# ---- block 1 ----
Block 1, routing congestion:
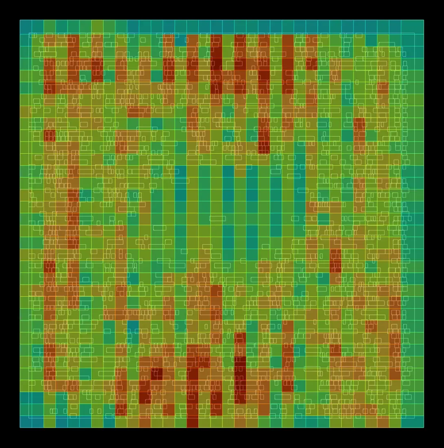

==> src/rtl/dmem_arbiter.sv <==
// Round-robin arbiter/sequencer: two requesters share one single-port data memory.
// Each grant runs IDLE -> ACCESS -> ACK (ack 2 cycles after grant); DMEM_ARB_ALIGN_CHK_EN enables misalignment errors.
module dmem_arbiter #(
    parameter int DW = 64,
    parameter int AW = 64
) (
    input  logic          clk,
    input  logic          rst_n,
    input  logic          req0,
    input  logic          req1,
    input  logic          we0,
    input  logic          we1,
    input  logic [AW-1:0] addr0,
    input  logic [AW-1:0] addr1,
    input  logic [DW-1:0] wdata0,
    input  logic [DW-1:0] wdata1,
    output logic          ack0,
    output logic          ack1,
    output logic [DW-1:0] rdata0,
    output logic [DW-1:0] rdata1,
    output logic          err0,
    output logic          err1,
    output logic          busy,
    output logic          mem_read,
    output logic          mem_write,
    output logic [AW-1:0] mem_addr,
    output logic [DW-1:0] mem_wdata,
    input  logic [DW-1:0] mem_rdata
);

    typedef enum logic [1:0] {
        S_IDLE   = 2'd0,
        S_ACCESS = 2'd1,
        S_ACK    = 2'd2
    } state_e;

    state_e        state_q, state_d;
    logic          prio_q, prio_d;
    logic          id_q, id_d;
    logic          we_q, we_d;
    logic          err_q, err_d;
    logic [AW-1:0] addr_q, addr_d;
    logic [DW-1:0] wdata_q, wdata_d;
    logic [DW-1:0] rdata_q, rdata_d;
    logic          win;
    logic [AW-1:0] win_addr;
    logic          access_en;

    always_ff @(posedge clk or negedge rst_n) begin
        if (!rst_n) begin
            state_q <= S_IDLE;
            prio_q  <= 1'b0;
            id_q    <= 1'b0;
            we_q    <= 1'b0;
            err_q   <= 1'b0;
            addr_q  <= '0;
            wdata_q <= '0;
            rdata_q <= '0;
        end else begin
            state_q <= state_d;
            prio_q  <= prio_d;
            id_q    <= id_d;
            we_q    <= we_d;
            err_q   <= err_d;
            addr_q  <= addr_d;
            wdata_q <= wdata_d;
            rdata_q <= rdata_d;
        end
    end

    // With both requesting, prio picks; a lone requester always wins.
    assign win      = (req0 && req1) ? prio_q : req1;
    assign win_addr = win ? addr1 : addr0;

    always_comb begin
        state_d = state_q;
        prio_d  = prio_q;
        id_d    = id_q;
        we_d    = we_q;
        err_d   = err_q;
        addr_d  = addr_q;
        wdata_d = wdata_q;
        rdata_d = rdata_q;
        unique case (state_q)
            S_IDLE: begin
                if (req0 || req1) begin
                    id_d    = win;
                    we_d    = win ? we1 : we0;
                    addr_d  = win_addr;
                    wdata_d = win ? wdata1 : wdata0;
`ifdef DMEM_ARB_ALIGN_CHK_EN
                    err_d   = (win_addr[2:0] != 3'd0);
`else
                    err_d   = 1'b0;
`endif
                    prio_d  = ~win;
                    state_d = S_ACCESS;
                end
            end
            S_ACCESS: begin
                rdata_d = mem_read ? mem_rdata : '0;
                state_d = S_ACK;
            end
            S_ACK: begin
                state_d = S_IDLE;
            end
            default: begin
                state_d = S_IDLE;
            end
        endcase
    end

    // Strobes come straight off state so an async reset drops them immediately.
    assign access_en = (state_q == S_ACCESS) && !err_q;
    assign mem_read  = access_en && !we_q;
    assign mem_write = access_en && we_q;
    assign mem_addr  = (state_q == S_ACCESS) ? addr_q  : '0;
    assign mem_wdata = (state_q == S_ACCESS) ? wdata_q : '0;
    assign busy      = (state_q != S_IDLE);

    assign ack0   = (state_q == S_ACK) && !id_q;
    assign ack1   = (state_q == S_ACK) && id_q;
    assign rdata0 = ack0 ? rdata_q : '0;
    assign rdata1 = ack1 ? rdata_q : '0;

`ifdef DMEM_ARB_ALIGN_CHK_EN
    assign err0 = ack0 && err_q;
    assign err1 = ack1 && err_q;
`else
    assign err0 = 1'b0;
    assign err1 = 1'b0;
`endif

endmodule

==> config.mk <==
export PLATFORM = sky130hd
export DESIGN_NAME = dmem_arbiter
export DESIGN_NICKNAME = d
export VERILOG_FILES = /design/src/rtl/dmem_arbiter.sv
export SDC_FILE = /design/constraint.sdc
export NUM_CORES = 1
export LEC_CHECK = 0
export CAP_MARGIN = 20
export CORE_AREA = 5 5 229 231
export DETAILED_ROUTE_END_ITERATION = 6
export DIE_AREA = 0 0 234 236
export GPL_TIMING_DRIVEN = 0
export PLACE_DENSITY_LB_ADDON = 0.05
export SETUP_SLACK_MARGIN = 0.1
export SYNTH_ARGS = -nofsm -noshare
export SYNTH_HDL_FRONTEND = slang
export SYNTH_SLANG_ARGS = --single-unit
==> constraint.sdc <==
create_clock -name clk -period 1.7 [get_ports clk]
set_clock_uncertainty 0.2 [all_clocks]
set_input_delay 0.255 -clock clk [delete_from_list [all_inputs] [get_ports clk]]
set_output_delay 0.255 -clock clk [all_outputs]
set_load 0.02 [all_outputs]
# ---- block 2 ----
### src/rtl/fir_coeff_bank_ctrl_if.sv
// fir_coeff_bank_ctrl_if: config bus, sample handshake and FIR-side outputs of the coefficient bank controller
interface fir_coeff_bank_ctrl_if #(
    parameter int CW = 10,
    parameter int FN = 8,
    parameter int AW = $clog2(FN)
);
    logic             clear;
    logic             cfg_wr_en;
    logic [AW-1:0]    cfg_wr_addr;
    logic [CW-1:0]    cfg_wr_data;
    logic             cfg_commit;
    logic             cfg_busy;
    logic             cfg_err;
    logic             data_in_vld;
    logic             in_rdy;
    logic             fir_in_vld;
    logic             fir_clear;
    logic [FN*CW-1:0] coeff_out;
    logic             bank_sel;
    logic             swap_done;
    logic [7:0]       swap_cnt;

    modport slave (
        input  clear, cfg_wr_en, cfg_wr_addr, cfg_wr_data, cfg_commit, data_in_vld,
        output cfg_busy, cfg_err, in_rdy, fir_in_vld, fir_clear, coeff_out,
               bank_sel, swap_done, swap_cnt
    );

    modport master (
        output clear, cfg_wr_en, cfg_wr_addr, cfg_wr_data, cfg_commit, data_in_vld,
        input  cfg_busy, cfg_err, in_rdy, fir_in_vld, fir_clear, coeff_out,
               bank_sel, swap_done, swap_cnt
    );
endinterface

### src/rtl/fir_coeff_bank_ctrl.sv
// fir_coeff_bank_ctrl: double-buffered FIR coefficient banks with a stalling swap/flush sequence
module fir_coeff_bank_ctrl #(
    parameter int CW       = 10,
    parameter int FW       = 15,
    parameter int FLUSH_EN = 1
) (
    input logic                  clk,
    input logic                  rstn,
    fir_coeff_bank_ctrl_if.slave io
);
    localparam int FN = (FW + 1) / 2;
    localparam int AW = $clog2(FN);

    typedef enum logic [1:0] {IDLE, HOLD, SWAP, FLUSH} state_t;

    state_t           state;
    logic [CW-1:0]    bank [2][FN];
    logic [FN-1:0]    mask;
    logic [FN-1:0]    mask_upd;
    logic             bank_sel;
    logic             fir_clear;
    logic             cfg_err;
    logic             swap_done;
    logic [7:0]       swap_cnt;
    logic [FN*CW-1:0] coeff_out;
    logic             addr_ok;
    logic             wr_ok;
    logic             busy_err;

    assign addr_ok  = {1'b0, io.cfg_wr_addr} < (AW+1)'(FN);
    assign wr_ok    = (state == IDLE) && io.cfg_wr_en && addr_ok;
    assign busy_err = io.cfg_wr_en || io.cfg_commit;
    // a write in the same cycle as a commit must already count toward the full-mask test
    assign mask_upd = wr_ok ? (mask | (FN'(1) << io.cfg_wr_addr)) : mask;

    assign io.cfg_busy   = state != IDLE;
    assign io.in_rdy     = state == IDLE;
    assign io.fir_in_vld = io.data_in_vld && (state == IDLE);
    assign io.fir_clear  = fir_clear;
    assign io.cfg_err    = cfg_err;
    assign io.coeff_out  = coeff_out;
    assign io.bank_sel   = bank_sel;
    assign io.swap_done  = swap_done;
    assign io.swap_cnt   = swap_cnt;

    // swap sequencer, shadow-bank writes and all registered outputs
    always_ff @(posedge clk) begin
        if (!rstn) begin
            state     <= IDLE;
            mask      <= '0;
            bank_sel  <= 1'b0;
            fir_clear <= 1'b0;
            cfg_err   <= 1'b0;
            swap_done <= 1'b0;
            swap_cnt  <= '0;
            coeff_out <= '0;
            for (int b = 0; b < 2; b++)
                for (int k = 0; k < FN; k++)
                    bank[b][k] <= '0;
        end else if (io.clear) begin
            state     <= IDLE;
            mask      <= '0;
            fir_clear <= 1'b1;
            cfg_err   <= 1'b0;
            swap_done <= 1'b0;
        end else begin
            fir_clear <= 1'b0;
            cfg_err   <= 1'b0;
            swap_done <= 1'b0;
            case (state)
                IDLE: begin
                    if (wr_ok)
                        bank[~bank_sel][io.cfg_wr_addr] <= io.cfg_wr_data;
                    mask    <= mask_upd;
                    state   <= (io.cfg_commit && &mask_upd) ? HOLD : IDLE;
                    cfg_err <= (io.cfg_wr_en && !addr_ok) || (io.cfg_commit && !(&mask_upd));
                end
                HOLD: begin
                    state   <= SWAP;
                    cfg_err <= busy_err;
                end
                SWAP: begin
                    cfg_err  <= busy_err;
                    bank_sel <= ~bank_sel;
                    mask     <= '0;
                    for (int k = 0; k < FN; k++)
                        coeff_out[k*CW +: CW] <= bank[~bank_sel][k];
                    if (FLUSH_EN != 0) begin
                        state     <= FLUSH;
                        fir_clear <= 1'b1;
                    end else begin
                        state     <= IDLE;
                        swap_done <= 1'b1;
                        swap_cnt  <= swap_cnt + 8'd1;
                    end
                end
                FLUSH: begin
                    cfg_err   <= busy_err;
                    state     <= IDLE;
                    swap_done <= 1'b1;
                    swap_cnt  <= swap_cnt + 8'd1;
                end
                default: state <= IDLE;
            endcase
        end
    end
endmodule

### src/flat_wrapper.sv
// flat-port wrapper written by rule: the top's interface ports become plain ports
module fir_coeff_bank_ctrl_flat 
#(
    parameter int CW       = 10,
    parameter int FW       = 15,
    parameter int FLUSH_EN = 1
)
  (clk, rstn, io_clear, io_cfg_wr_en, io_cfg_wr_addr, io_cfg_wr_data, io_cfg_commit, io_data_in_vld, io_cfg_busy, io_cfg_err, io_in_rdy, io_fir_in_vld, io_fir_clear, io_coeff_out, io_bank_sel, io_swap_done, io_swap_cnt);
  fir_coeff_bank_ctrl_if #(.CW(CW), .FN(((FW + 1) / 2)), .AW(($clog2(((FW + 1) / 2))))) io_i ();
  input logic clk;
  input logic rstn;
  input wire logic [$bits(io_i.clear)-1:0] io_clear;
  input wire logic [$bits(io_i.cfg_wr_en)-1:0] io_cfg_wr_en;
  input wire logic [$bits(io_i.cfg_wr_addr)-1:0] io_cfg_wr_addr;
  input wire logic [$bits(io_i.cfg_wr_data)-1:0] io_cfg_wr_data;
  input wire logic [$bits(io_i.cfg_commit)-1:0] io_cfg_commit;
  input wire logic [$bits(io_i.data_in_vld)-1:0] io_data_in_vld;
  output wire logic [$bits(io_i.cfg_busy)-1:0] io_cfg_busy;
  output wire logic [$bits(io_i.cfg_err)-1:0] io_cfg_err;
  output wire logic [$bits(io_i.in_rdy)-1:0] io_in_rdy;
  output wire logic [$bits(io_i.fir_in_vld)-1:0] io_fir_in_vld;
  output wire logic [$bits(io_i.fir_clear)-1:0] io_fir_clear;
  output wire logic [$bits(io_i.coeff_out)-1:0] io_coeff_out;
  output wire logic [$bits(io_i.bank_sel)-1:0] io_bank_sel;
  output wire logic [$bits(io_i.swap_done)-1:0] io_swap_done;
  output wire logic [$bits(io_i.swap_cnt)-1:0] io_swap_cnt;
  assign io_i.clear = io_clear;
  assign io_i.cfg_wr_en = io_cfg_wr_en;
  assign io_i.cfg_wr_addr = io_cfg_wr_addr;
  assign io_i.cfg_wr_data = io_cfg_wr_data;
  assign io_i.cfg_commit = io_cfg_commit;
  assign io_i.data_in_vld = io_data_in_vld;
  assign io_cfg_busy = io_i.cfg_busy;
  assign io_cfg_err = io_i.cfg_err;
  assign io_in_rdy = io_i.in_rdy;
  assign io_fir_in_vld = io_i.fir_in_vld;
  assign io_fir_clear = io_i.fir_clear;
  assign io_coeff_out = io_i.coeff_out;
  assign io_bank_sel = io_i.bank_sel;
  assign io_swap_done = io_i.swap_done;
  assign io_swap_cnt = io_i.swap_cnt;
  fir_coeff_bank_ctrl #(.CW(CW), .FW(FW), .FLUSH_EN(FLUSH_EN)) u_core (.clk(clk), .rstn(rstn), .io(io_i));
endmodule
### config.mk
export PLATFORM = sky130hd
export DESIGN_NAME = fir_coeff_bank_ctrl_flat
export DESIGN_NICKNAME = d
export VERILOG_FILES = /design/src/rtl/fir_coeff_bank_ctrl_if.sv /design/src/rtl/fir_coeff_bank_ctrl.sv /design/src/flat_wrapper.sv
export SDC_FILE = /design/constraint.sdc
export NUM_CORES = 1
export LEC_CHECK = 0
export CAP_MARGIN = 10
export CELL_PAD_IN_SITES_DETAIL_PLACEMENT = 1
export CELL_PAD_IN_SITES_GLOBAL_PLACEMENT = 1
export CORE_MARGIN = 1
export CORE_UTILIZATION = 37
export CTS_BUF_LIST = sky130_fd_sc_hd__clkbuf_8 sky130_fd_sc_hd__clkbuf_16
export CTS_CLUSTER_SIZE = 28
export DETAILED_ROUTE_END_ITERATION = 10
export PLACE_DENSITY = 0.74
export SETUP_SLACK_MARGIN = 0.5
export SYNTH_ARGS = -nofsm -noshare
export SYNTH_HDL_FRONTEND = slang
export SYNTH_SLANG_ARGS = --single-unit
export TNS_END_PERCENT = 5
### constraint.sdc
create_clock -name clk -period 2.9 [get_ports clk]
set_clock_uncertainty 0.2 [all_clocks]
set_input_delay 0.29 -clock clk [delete_from_list [all_inputs] [get_ports clk]]
set_output_delay 0.29 -clock clk [all_outputs]
set_load 0.03 [all_outputs]
Block 2, signal wires by layer:
Drawn at 3 px/µm.
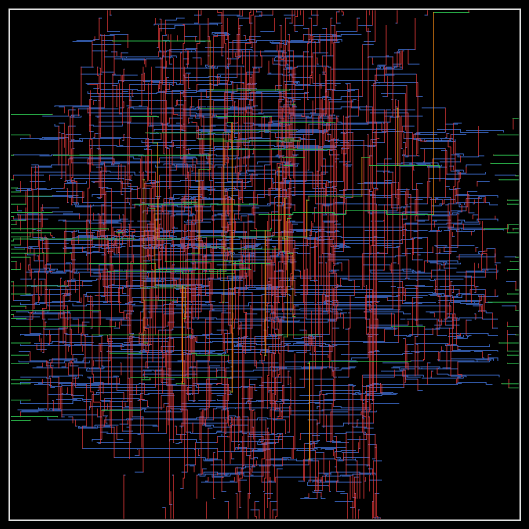
Blue marks M1, wire length 11800 µm. Green marks M3, wire length 1380 µm. Red marks M2, wire length 12700 µm. Orange marks M4, wire length 660 µm.
gr usage total: 18.6%
routed length per placed instance: 20.6 µm

==> run notes, block 2 <==
flow finished, numbers: status finished, final reports clean, Top class by area registers, sequential share of power 51.1%, met3 routed WL 1380 µm, # DRC 0, CP Capture Type output pin, clock-net power 3.61 mW, Adder Area Share 0.600%, combinational power 0.294 mW, via count normalized by instance count 5.01, Top cells excl fill/tap edfxtp_1 (160), clkdlybuf4s50_1 (111), and2_1 (101), dfxtp_1 (101), nand2_1 (86), Sw Pwr 1.67 mW, CP max FO 7, critical setup path kind flop to output pin, Port Buffer Count 113, Chip Area, Yosys 10400 µm², Ant. Diodes 0, Final Util 47.2%, H-tree depth 1, Critical Path Slowest Stage Cell clkdlybuf4s50_1, cell depth of the worst setup path 4, Largest register FFs 160, top-count cell post-synth edfxtp_1, Clock Latency Late Sink 0.53 ns, antenna violations before repair 0, yosys aoi share 9.45%, Commonest cells post-synth edfxtp_1 (160), dfxtp_1 (102), and2_1 (101), nand2_1 (86), mux2i_1 (81), met1 GRT Util 24.3%, Slew headroom 51.4%, Hold Buf Count CTS 1, total grt overflow 0, CP arrival 1.94 ns, sum of buffers and inverters on the critical path 3, WP data required 2.41 ns, uppermost layer routed met4, dpl ws 0.108 ns, Hold WC Path Type input pin to flop, FP Util 37.6%, Ports 114, Max-cap violations 0, Int Pwr 6.30 mW, Hold Fails Final Rpt 0, post-synth top area cell edfxtp_1
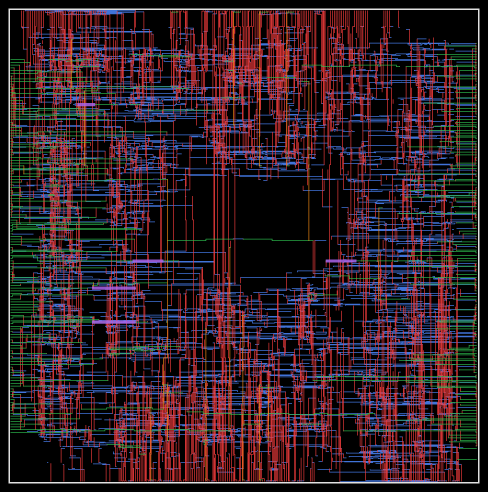
Block 1: signal wires by layer
Drawn at 2 px/µm.
Green marks M3, wire length 5630 µm. Purple marks M5, wire length 75.4 µm. Red marks M2, wire length 30.9 mm. Orange marks M4, wire length 916 µm. Blue marks M1, wire length 23.2 mm.

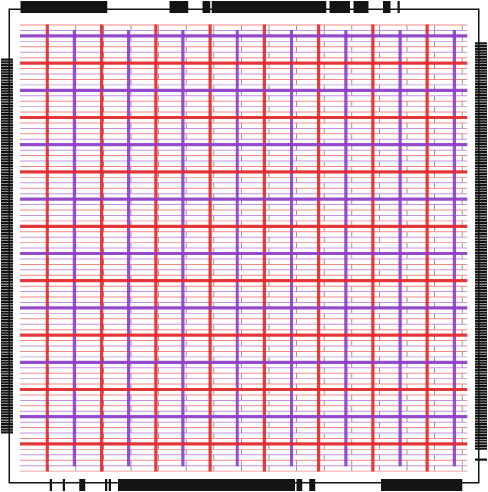
Block 1: floorplan with the power grid
Drawn at 2 px/µm. Pins as bars on the die edge. Tap cells in grey.
Purple marks VDD. Red marks VSS.
The core has 82 rows. 589 signal pins sit on the boundary.
die width: 234 µm
Die Height: 236 µm
core box area: 49900 µm²
VDD IR max: 572 µV

About 'routing congestion' of block 1:
met1 GRT Util: 23.6%
GR Util met3: 9.04%
Final Util: 38.7%
busiest layer in global routing: met2

==> run notes, block 1 <==
flow finished, numbers: failing checks negative setup slack, DR WL met2 30900 µm, via count normalized by instance count 4.68, sum of buffers and inverters on the critical path 4, placed insts 2591, FP Util 22.3%, clock-net power 4.26 mW, gr usage total 20.7%, CTS tree done, worst slew pin tran 0.738 ns, f_max 424 MHz, Post-Layout Cell Count 2666, wire length on met1 23200 µm, Seq cells 197, flop2flop setup slack -0.38 ns, H-tree depth 4, dpl cell area 18200 µm², MUX share of area 0%, sw frac 42.5%, #MultiIn Comb 981, Hold Fails Final Rpt 0, CP peak stage delay 0.46 ns, Flop area 4930 µm², combinational share of cell area 30.4%, # rows 82, Lkg Pwr 8.53 nW, Num Clock Sinks 197, number of routed nets with antenna violations 0, CP endpoint mem_wdata[36], area grow syn2layout 73.6%, ys cells 1331, Adder Area Share 0%, # DRC 0, status complete, but fails checks, Top cells excl fill/tap clkdlybuf4s50_1 (323), dfrtp_1 (194), a31oi_1 (130), Chip Area, Yosys 11100 µm², worst hold path cell count 4, final wirelength 60700 µm, Max-cap violations 0, postcts setup bufs 3, Area leader share 44.4%, CP arrival 1.90 ns, CP top delay family buffers and inverters, Top class by area non-clock buffers, Synth Seq Share 44.4%, setup ws final -0.658 ns, CTS resizes 919, endpoints failing setup 453, critical setup path kind flop to output pin, r2r startpoint prio_q, uppermost layer routed met5, Max Root-Sink Buffers 2, routed length per placed instance 22.8 µm, DPL Wire Length 46100 µm, Clock Latency Late Sink 0.49 ns, GR Layer Usage met2 35.7%

==> layout pictures side by side <==
Clock distribution.
picture 1
Drawn at 2 px/µm.
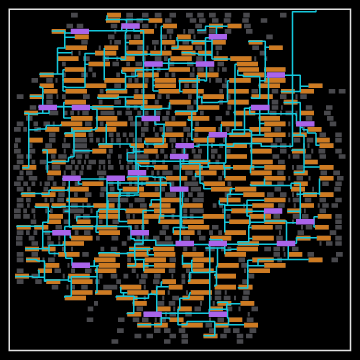
picture 2
Drawn at 1.5 px/µm.
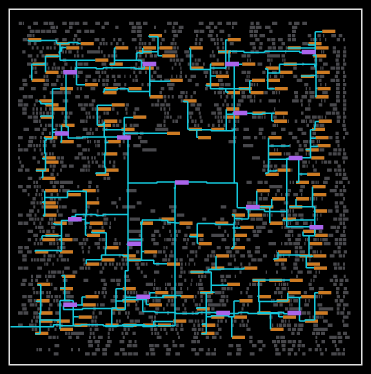
The one with the most sequential cells is picture 1.
The one with the largest die is picture 2.
- block 2 = picture 1
- block 1 = picture 2

Key to picture 2:
Orange marks flip-flops, count 197. Cyan marks clock wires, length 3360 µm. Purple marks clock-net drivers, count 17.
Position of the flops: widely spread.


# ---- block 3 ----
## config.mk

```make
export PLATFORM = sky130hd
export DESIGN_NAME = occupancy_tracker
export DESIGN_NICKNAME = d
export VERILOG_FILES = /design/src/rtl/occupancy_pkg.sv /design/src/rtl/lane_direction_fsm.sv /design/src/rtl/occupancy_tracker.sv
export SDC_FILE = /design/constraint.sdc
export NUM_CORES = 1
export LEC_CHECK = 0
export CAP_MARGIN = 20
export CORE_UTILIZATION = 65
export DETAILED_ROUTE_END_ITERATION = 16
export DONT_BUFFER_PORTS = 1
export GPL_TIMING_DRIVEN = 0
export PLACE_DENSITY = 0.79
export SLEW_MARGIN = 20
export SYNTH_ARGS = -nofsm -noshare
export SYNTH_HDL_FRONTEND = slang
export SYNTH_SLANG_ARGS = --single-unit
```

## constraint.sdc

```tcl
create_clock -name clk -period 5.8 [get_ports clk]
set_clock_uncertainty 0.1 [all_clocks]
set_input_delay 1.16 -clock clk [delete_from_list [all_inputs] [get_ports clk]]
set_output_delay 1.16 -clock clk [all_outputs]
set_load 0.02 [all_outputs]
```

## src/rtl/occupancy_pkg.sv

```systemverilog
// Shared definitions for the occupancy tracker.
//   lane_state_e : 3-bit per-lane passage state encoding
//                  IDLE=0, EN1..EN3=1..3, EX1..EX3=4..6
//   net_w()      : width of the signed per-cycle net entry/exit delta
package occupancy_pkg;

  localparam int STATE_W = 3;

  typedef enum logic [STATE_W-1:0] {
    IDLE = 3'd0,
    EN1  = 3'd1,
    EN2  = 3'd2,
    EN3  = 3'd3,
    EX1  = 3'd4,
    EX2  = 3'd5,
    EX3  = 3'd6
  } lane_state_e;

  // popcount of LANES bits needs $clog2(LANES+1) bits; one more for the sign
  function automatic int net_w(input int lanes);
    return $clog2(lanes + 1) + 1;
  endfunction

endpackage

```

## src/rtl/lane_direction_fsm.sv

```systemverilog
// Single-lane direction detector.
// Synchronises the outer (a) and inner (b) sensors, tracks the four-phase
// passage sequence and emits a registered one-cycle pulse per completed
// entry or exit.
//   clk         : rising-edge clock
//   rst_n       : asynchronous active-low reset
//   a, b        : raw outer / inner sensor, asynchronous to clk
//   enter_pulse : one-cycle pulse on a validated entry (a, ab, b, none)
//   exit_pulse  : one-cycle pulse on a validated exit  (b, ab, a, none)
module lane_direction_fsm
  import occupancy_pkg::*;
(
  input  logic clk,
  input  logic rst_n,
  input  logic a,
  input  logic b,
  output logic enter_pulse,
  output logic exit_pulse
);

  logic        a_p0, a_p1;
  logic        b_p0, b_p1;
  lane_state_e state;
  logic [1:0]  sab;

  // synchroniser output stage: {sa, sb}
  assign sab = {a_p1, b_p1};

  always_ff @(posedge clk or negedge rst_n) begin
    if (!rst_n) begin
      a_p0        <= 1'b0;
      a_p1        <= 1'b0;
      b_p0        <= 1'b0;
      b_p1        <= 1'b0;
      state       <= IDLE;
      enter_pulse <= 1'b0;
      exit_pulse  <= 1'b0;
    end else begin
      // stage p0 -> p1: two-flop synchroniser
      a_p0 <= a;
      a_p1 <= a_p0;
      b_p0 <= b;
      b_p1 <= b_p0;

      // stage p1 -> FSM: pulses default low, set only on completion
      enter_pulse <= 1'b0;
      exit_pulse  <= 1'b0;
      case (state)
        IDLE: begin
          // simultaneous onset (2'b11) is ambiguous and ignored
          if (sab == 2'b10)      state <= EN1;
          else if (sab == 2'b01) state <= EX1;
        end
        EN1: begin
          if (sab == 2'b11)      state <= EN2;
          else if (sab != 2'b10) state <= IDLE;
        end
        EN2: begin
          if (sab == 2'b01)      state <= EN3;
          else if (sab == 2'b10) state <= EN1;
          else if (sab == 2'b00) state <= IDLE;
        end
        EN3: begin
          if (sab == 2'b00) begin
            state       <= IDLE;
            enter_pulse <= 1'b1;
          end else if (sab == 2'b11) state <= EN2;
          else if (sab == 2'b10)     state <= IDLE;
        end
        EX1: begin
          if (sab == 2'b11)      state <= EX2;
          else if (sab != 2'b01) state <= IDLE;
        end
        EX2: begin
          if (sab == 2'b10)      state <= EX3;
          else if (sab == 2'b01) state <= EX1;
          else if (sab == 2'b00) state <= IDLE;
        end
        EX3: begin
          if (sab == 2'b00) begin
            state      <= IDLE;
            exit_pulse <= 1'b1;
          end else if (sab == 2'b11) state <= EX2;
          else if (sab == 2'b01)     state <= IDLE;
        end
        default: state <= IDLE;
      endcase
    end
  end

endmodule

```

## src/rtl/occupancy_tracker.sv

```systemverilog
// Multi-lane car-park occupancy tracker.
// One lane_direction_fsm per sensor pair; validated entries and exits from
// all lanes are merged each cycle into a count clamped to [0, CAPACITY].
//   clk           : rising-edge clock
//   rst_n         : asynchronous active-low reset
//   a, b          : per-lane outer / inner sensors (asynchronous)
//   clear         : synchronous count clear, overrides that cycle's pulses
//   count         : current occupancy
//   full / empty  : count == CAPACITY / count == 0
//   enter_pulse   : per-lane one-cycle validated entry
//   exit_pulse    : per-lane one-cycle validated exit
//   overflow_err  : one-cycle pulse when an increment was clipped
//   underflow_err : one-cycle pulse when a decrement was clipped
module occupancy_tracker
  import occupancy_pkg::*;
#(
  parameter int LANES    = 2,
  parameter int CNT_W    = 8,
  parameter int CAPACITY = 200
) (
  input  logic             clk,
  input  logic             rst_n,
  input  logic [LANES-1:0] a,
  input  logic [LANES-1:0] b,
  input  logic             clear,
  output logic [CNT_W-1:0] count,
  output logic             full,
  output logic             empty,
  output logic [LANES-1:0] enter_pulse,
  output logic [LANES-1:0] exit_pulse,
  output logic             overflow_err,
  output logic             underflow_err
);

  localparam int NET_W = net_w(LANES);
  localparam int SUM_W = CNT_W + 2;
  localparam logic signed [SUM_W-1:0] CAP_S = SUM_W'(CAPACITY);

  if (CAPACITY <= 0 || CAPACITY >= (1 << CNT_W)) begin : g_cap_illegal
    $error("occupancy_tracker: CAPACITY must satisfy 0 < CAPACITY < 2**CNT_W");
  end
  if (LANES < 1 || LANES > 8) begin : g_lanes_illegal
    $error("occupancy_tracker: LANES must be in 1..8");
  end

  for (genvar i = 0; i < LANES; i++) begin : g_lane
    lane_direction_fsm u_lane (
      .clk         (clk),
      .rst_n       (rst_n),
      .a           (a[i]),
      .b           (b[i]),
      .enter_pulse (enter_pulse[i]),
      .exit_pulse  (exit_pulse[i])
    );
  end

  function automatic logic [NET_W-1:0] popcnt(input logic [LANES-1:0] v);
    logic [NET_W-1:0] n;
    n = '0;
    for (int i = 0; i < LANES; i++) n = n + NET_W'(v[i]);
    return n;
  endfunction

  function automatic logic [CNT_W-1:0] sat_count(input logic signed [SUM_W-1:0] v);
    if (v > CAP_S)    return CNT_W'(CAPACITY);
    else if (v < 0)   return '0;
    else              return v[CNT_W-1:0];
  endfunction

  logic signed [NET_W-1:0] net_p0;
  logic signed [SUM_W-1:0] sum_p0;

  // stage p0: lane pulses -> signed net delta -> unclamped next count
  // popcounts never reach the sign bit, so both operands are non-negative
  assign net_p0 = signed'(popcnt(enter_pulse)) - signed'(popcnt(exit_pulse));
  assign sum_p0 = signed'({2'b00, count}) + SUM_W'(net_p0);

  // stage p0 -> count register
  always_ff @(posedge clk or negedge rst_n) begin
    if (!rst_n) begin
      count         <= '0;
      overflow_err  <= 1'b0;
      underflow_err <= 1'b0;
    end else if (clear) begin
      count         <= '0;
      overflow_err  <= 1'b0;
      underflow_err <= 1'b0;
    end else begin
      count         <= sat_count(sum_p0);
      overflow_err  <= (sum_p0 > CAP_S);
      underflow_err <= (sum_p0 < 0);
    end
  end

  assign full  = (count == CNT_W'(CAPACITY));
  assign empty = (count == '0);

endmodule

```

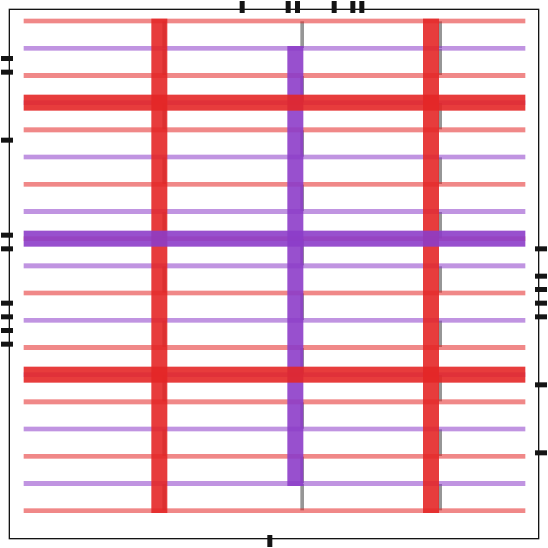
Block 3: floorplan with the power grid
Drawn at 10 px/µm. Pins as bars on the die edge. Tap cells in grey.
Red marks VSS. Purple marks VDD.
19 met1 rails follow the rows. 30 tap cells. 23 signal pins sit on the boundary.

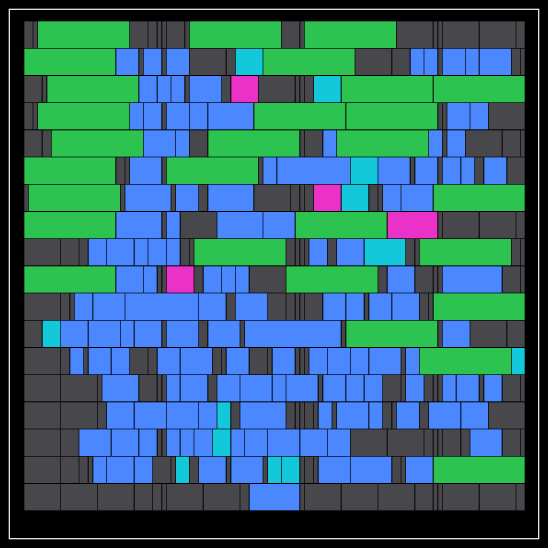
Block 3: cell classes on the final placement
Drawn at 10 px/µm. Fill, decap, tap and diode cells in grey.
Green marks registers, cells 28, share of their area 41%. Cyan marks remaining buffers and delay cells, cells 12, share of their area 4.2%. Blue marks remaining logic cells, cells 130, share of their area 53%. Magenta marks clock drivers and dummy loads, cells 4, share of their area 2.1%.

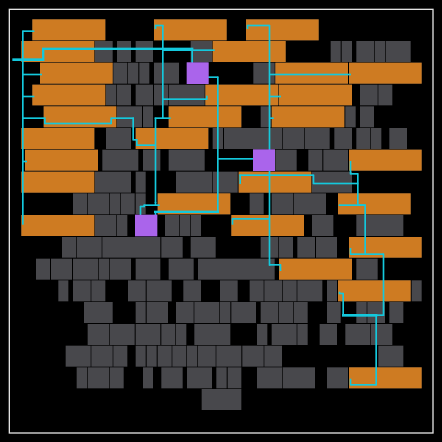
Block 3: clock distribution
Drawn at 8 px/µm.
Orange marks flip-flops, count 28. Purple marks clock-net drivers, count 3. Cyan marks clock wires, length 274 µm.
There are 4 routed clock nets.

==> run notes <==
flow finished, numbers: status finished, final reports clean, yosys xor share 6.27%, routed length per placed instance 16.0 µm, sum of buffers and inverters on the critical path 1, flop share of the area 40.0%, syn_nets 185, Slew headroom 41.0%, worst hold path cell count 0, CP max FO 10, clock-net power 0.0926 mW, beginning of the critical path count[4], non-clock buffer count 12, YS warnings 0, Worst Setup Start Kind flop, simple share 20.4%, Hold WS 0.252 ns, via count normalized by instance count 6.31, global-route wire length before repair 5330 µm, Hold WC Path Type flop to flop, top power group registers, R2R Path End count[0], gr usage total 26.6%, area grow syn2layout 4.40%, sequential share of power 55.0%, CTS resizes 0, Distinct cells, synth 49, Area leader share 41.8%, clk_buf instances 4, Max-cap violations 0, Avg Cell Area, Syn 9.86 µm², Num Clock Sinks 28, hold path endpoint g_lane[1].u_lane.a_p1, GR Util met3 6.67%, setup ws final 2.02 ns, #MultiIn Comb 121, antenna violations before repair 0, DR pass1 iterations 4, Ports 23, uppermost layer routed met4, gpl congestion 0.819, worst slew pin tran 0.877 ns, Top cells excl fill/tap dfrtp_1 (28), nand2_1 (15), inv_1 (9), a21oi_1 (9), xor2_1 (7)

Power is estimated from default activity; no workload was simulated.
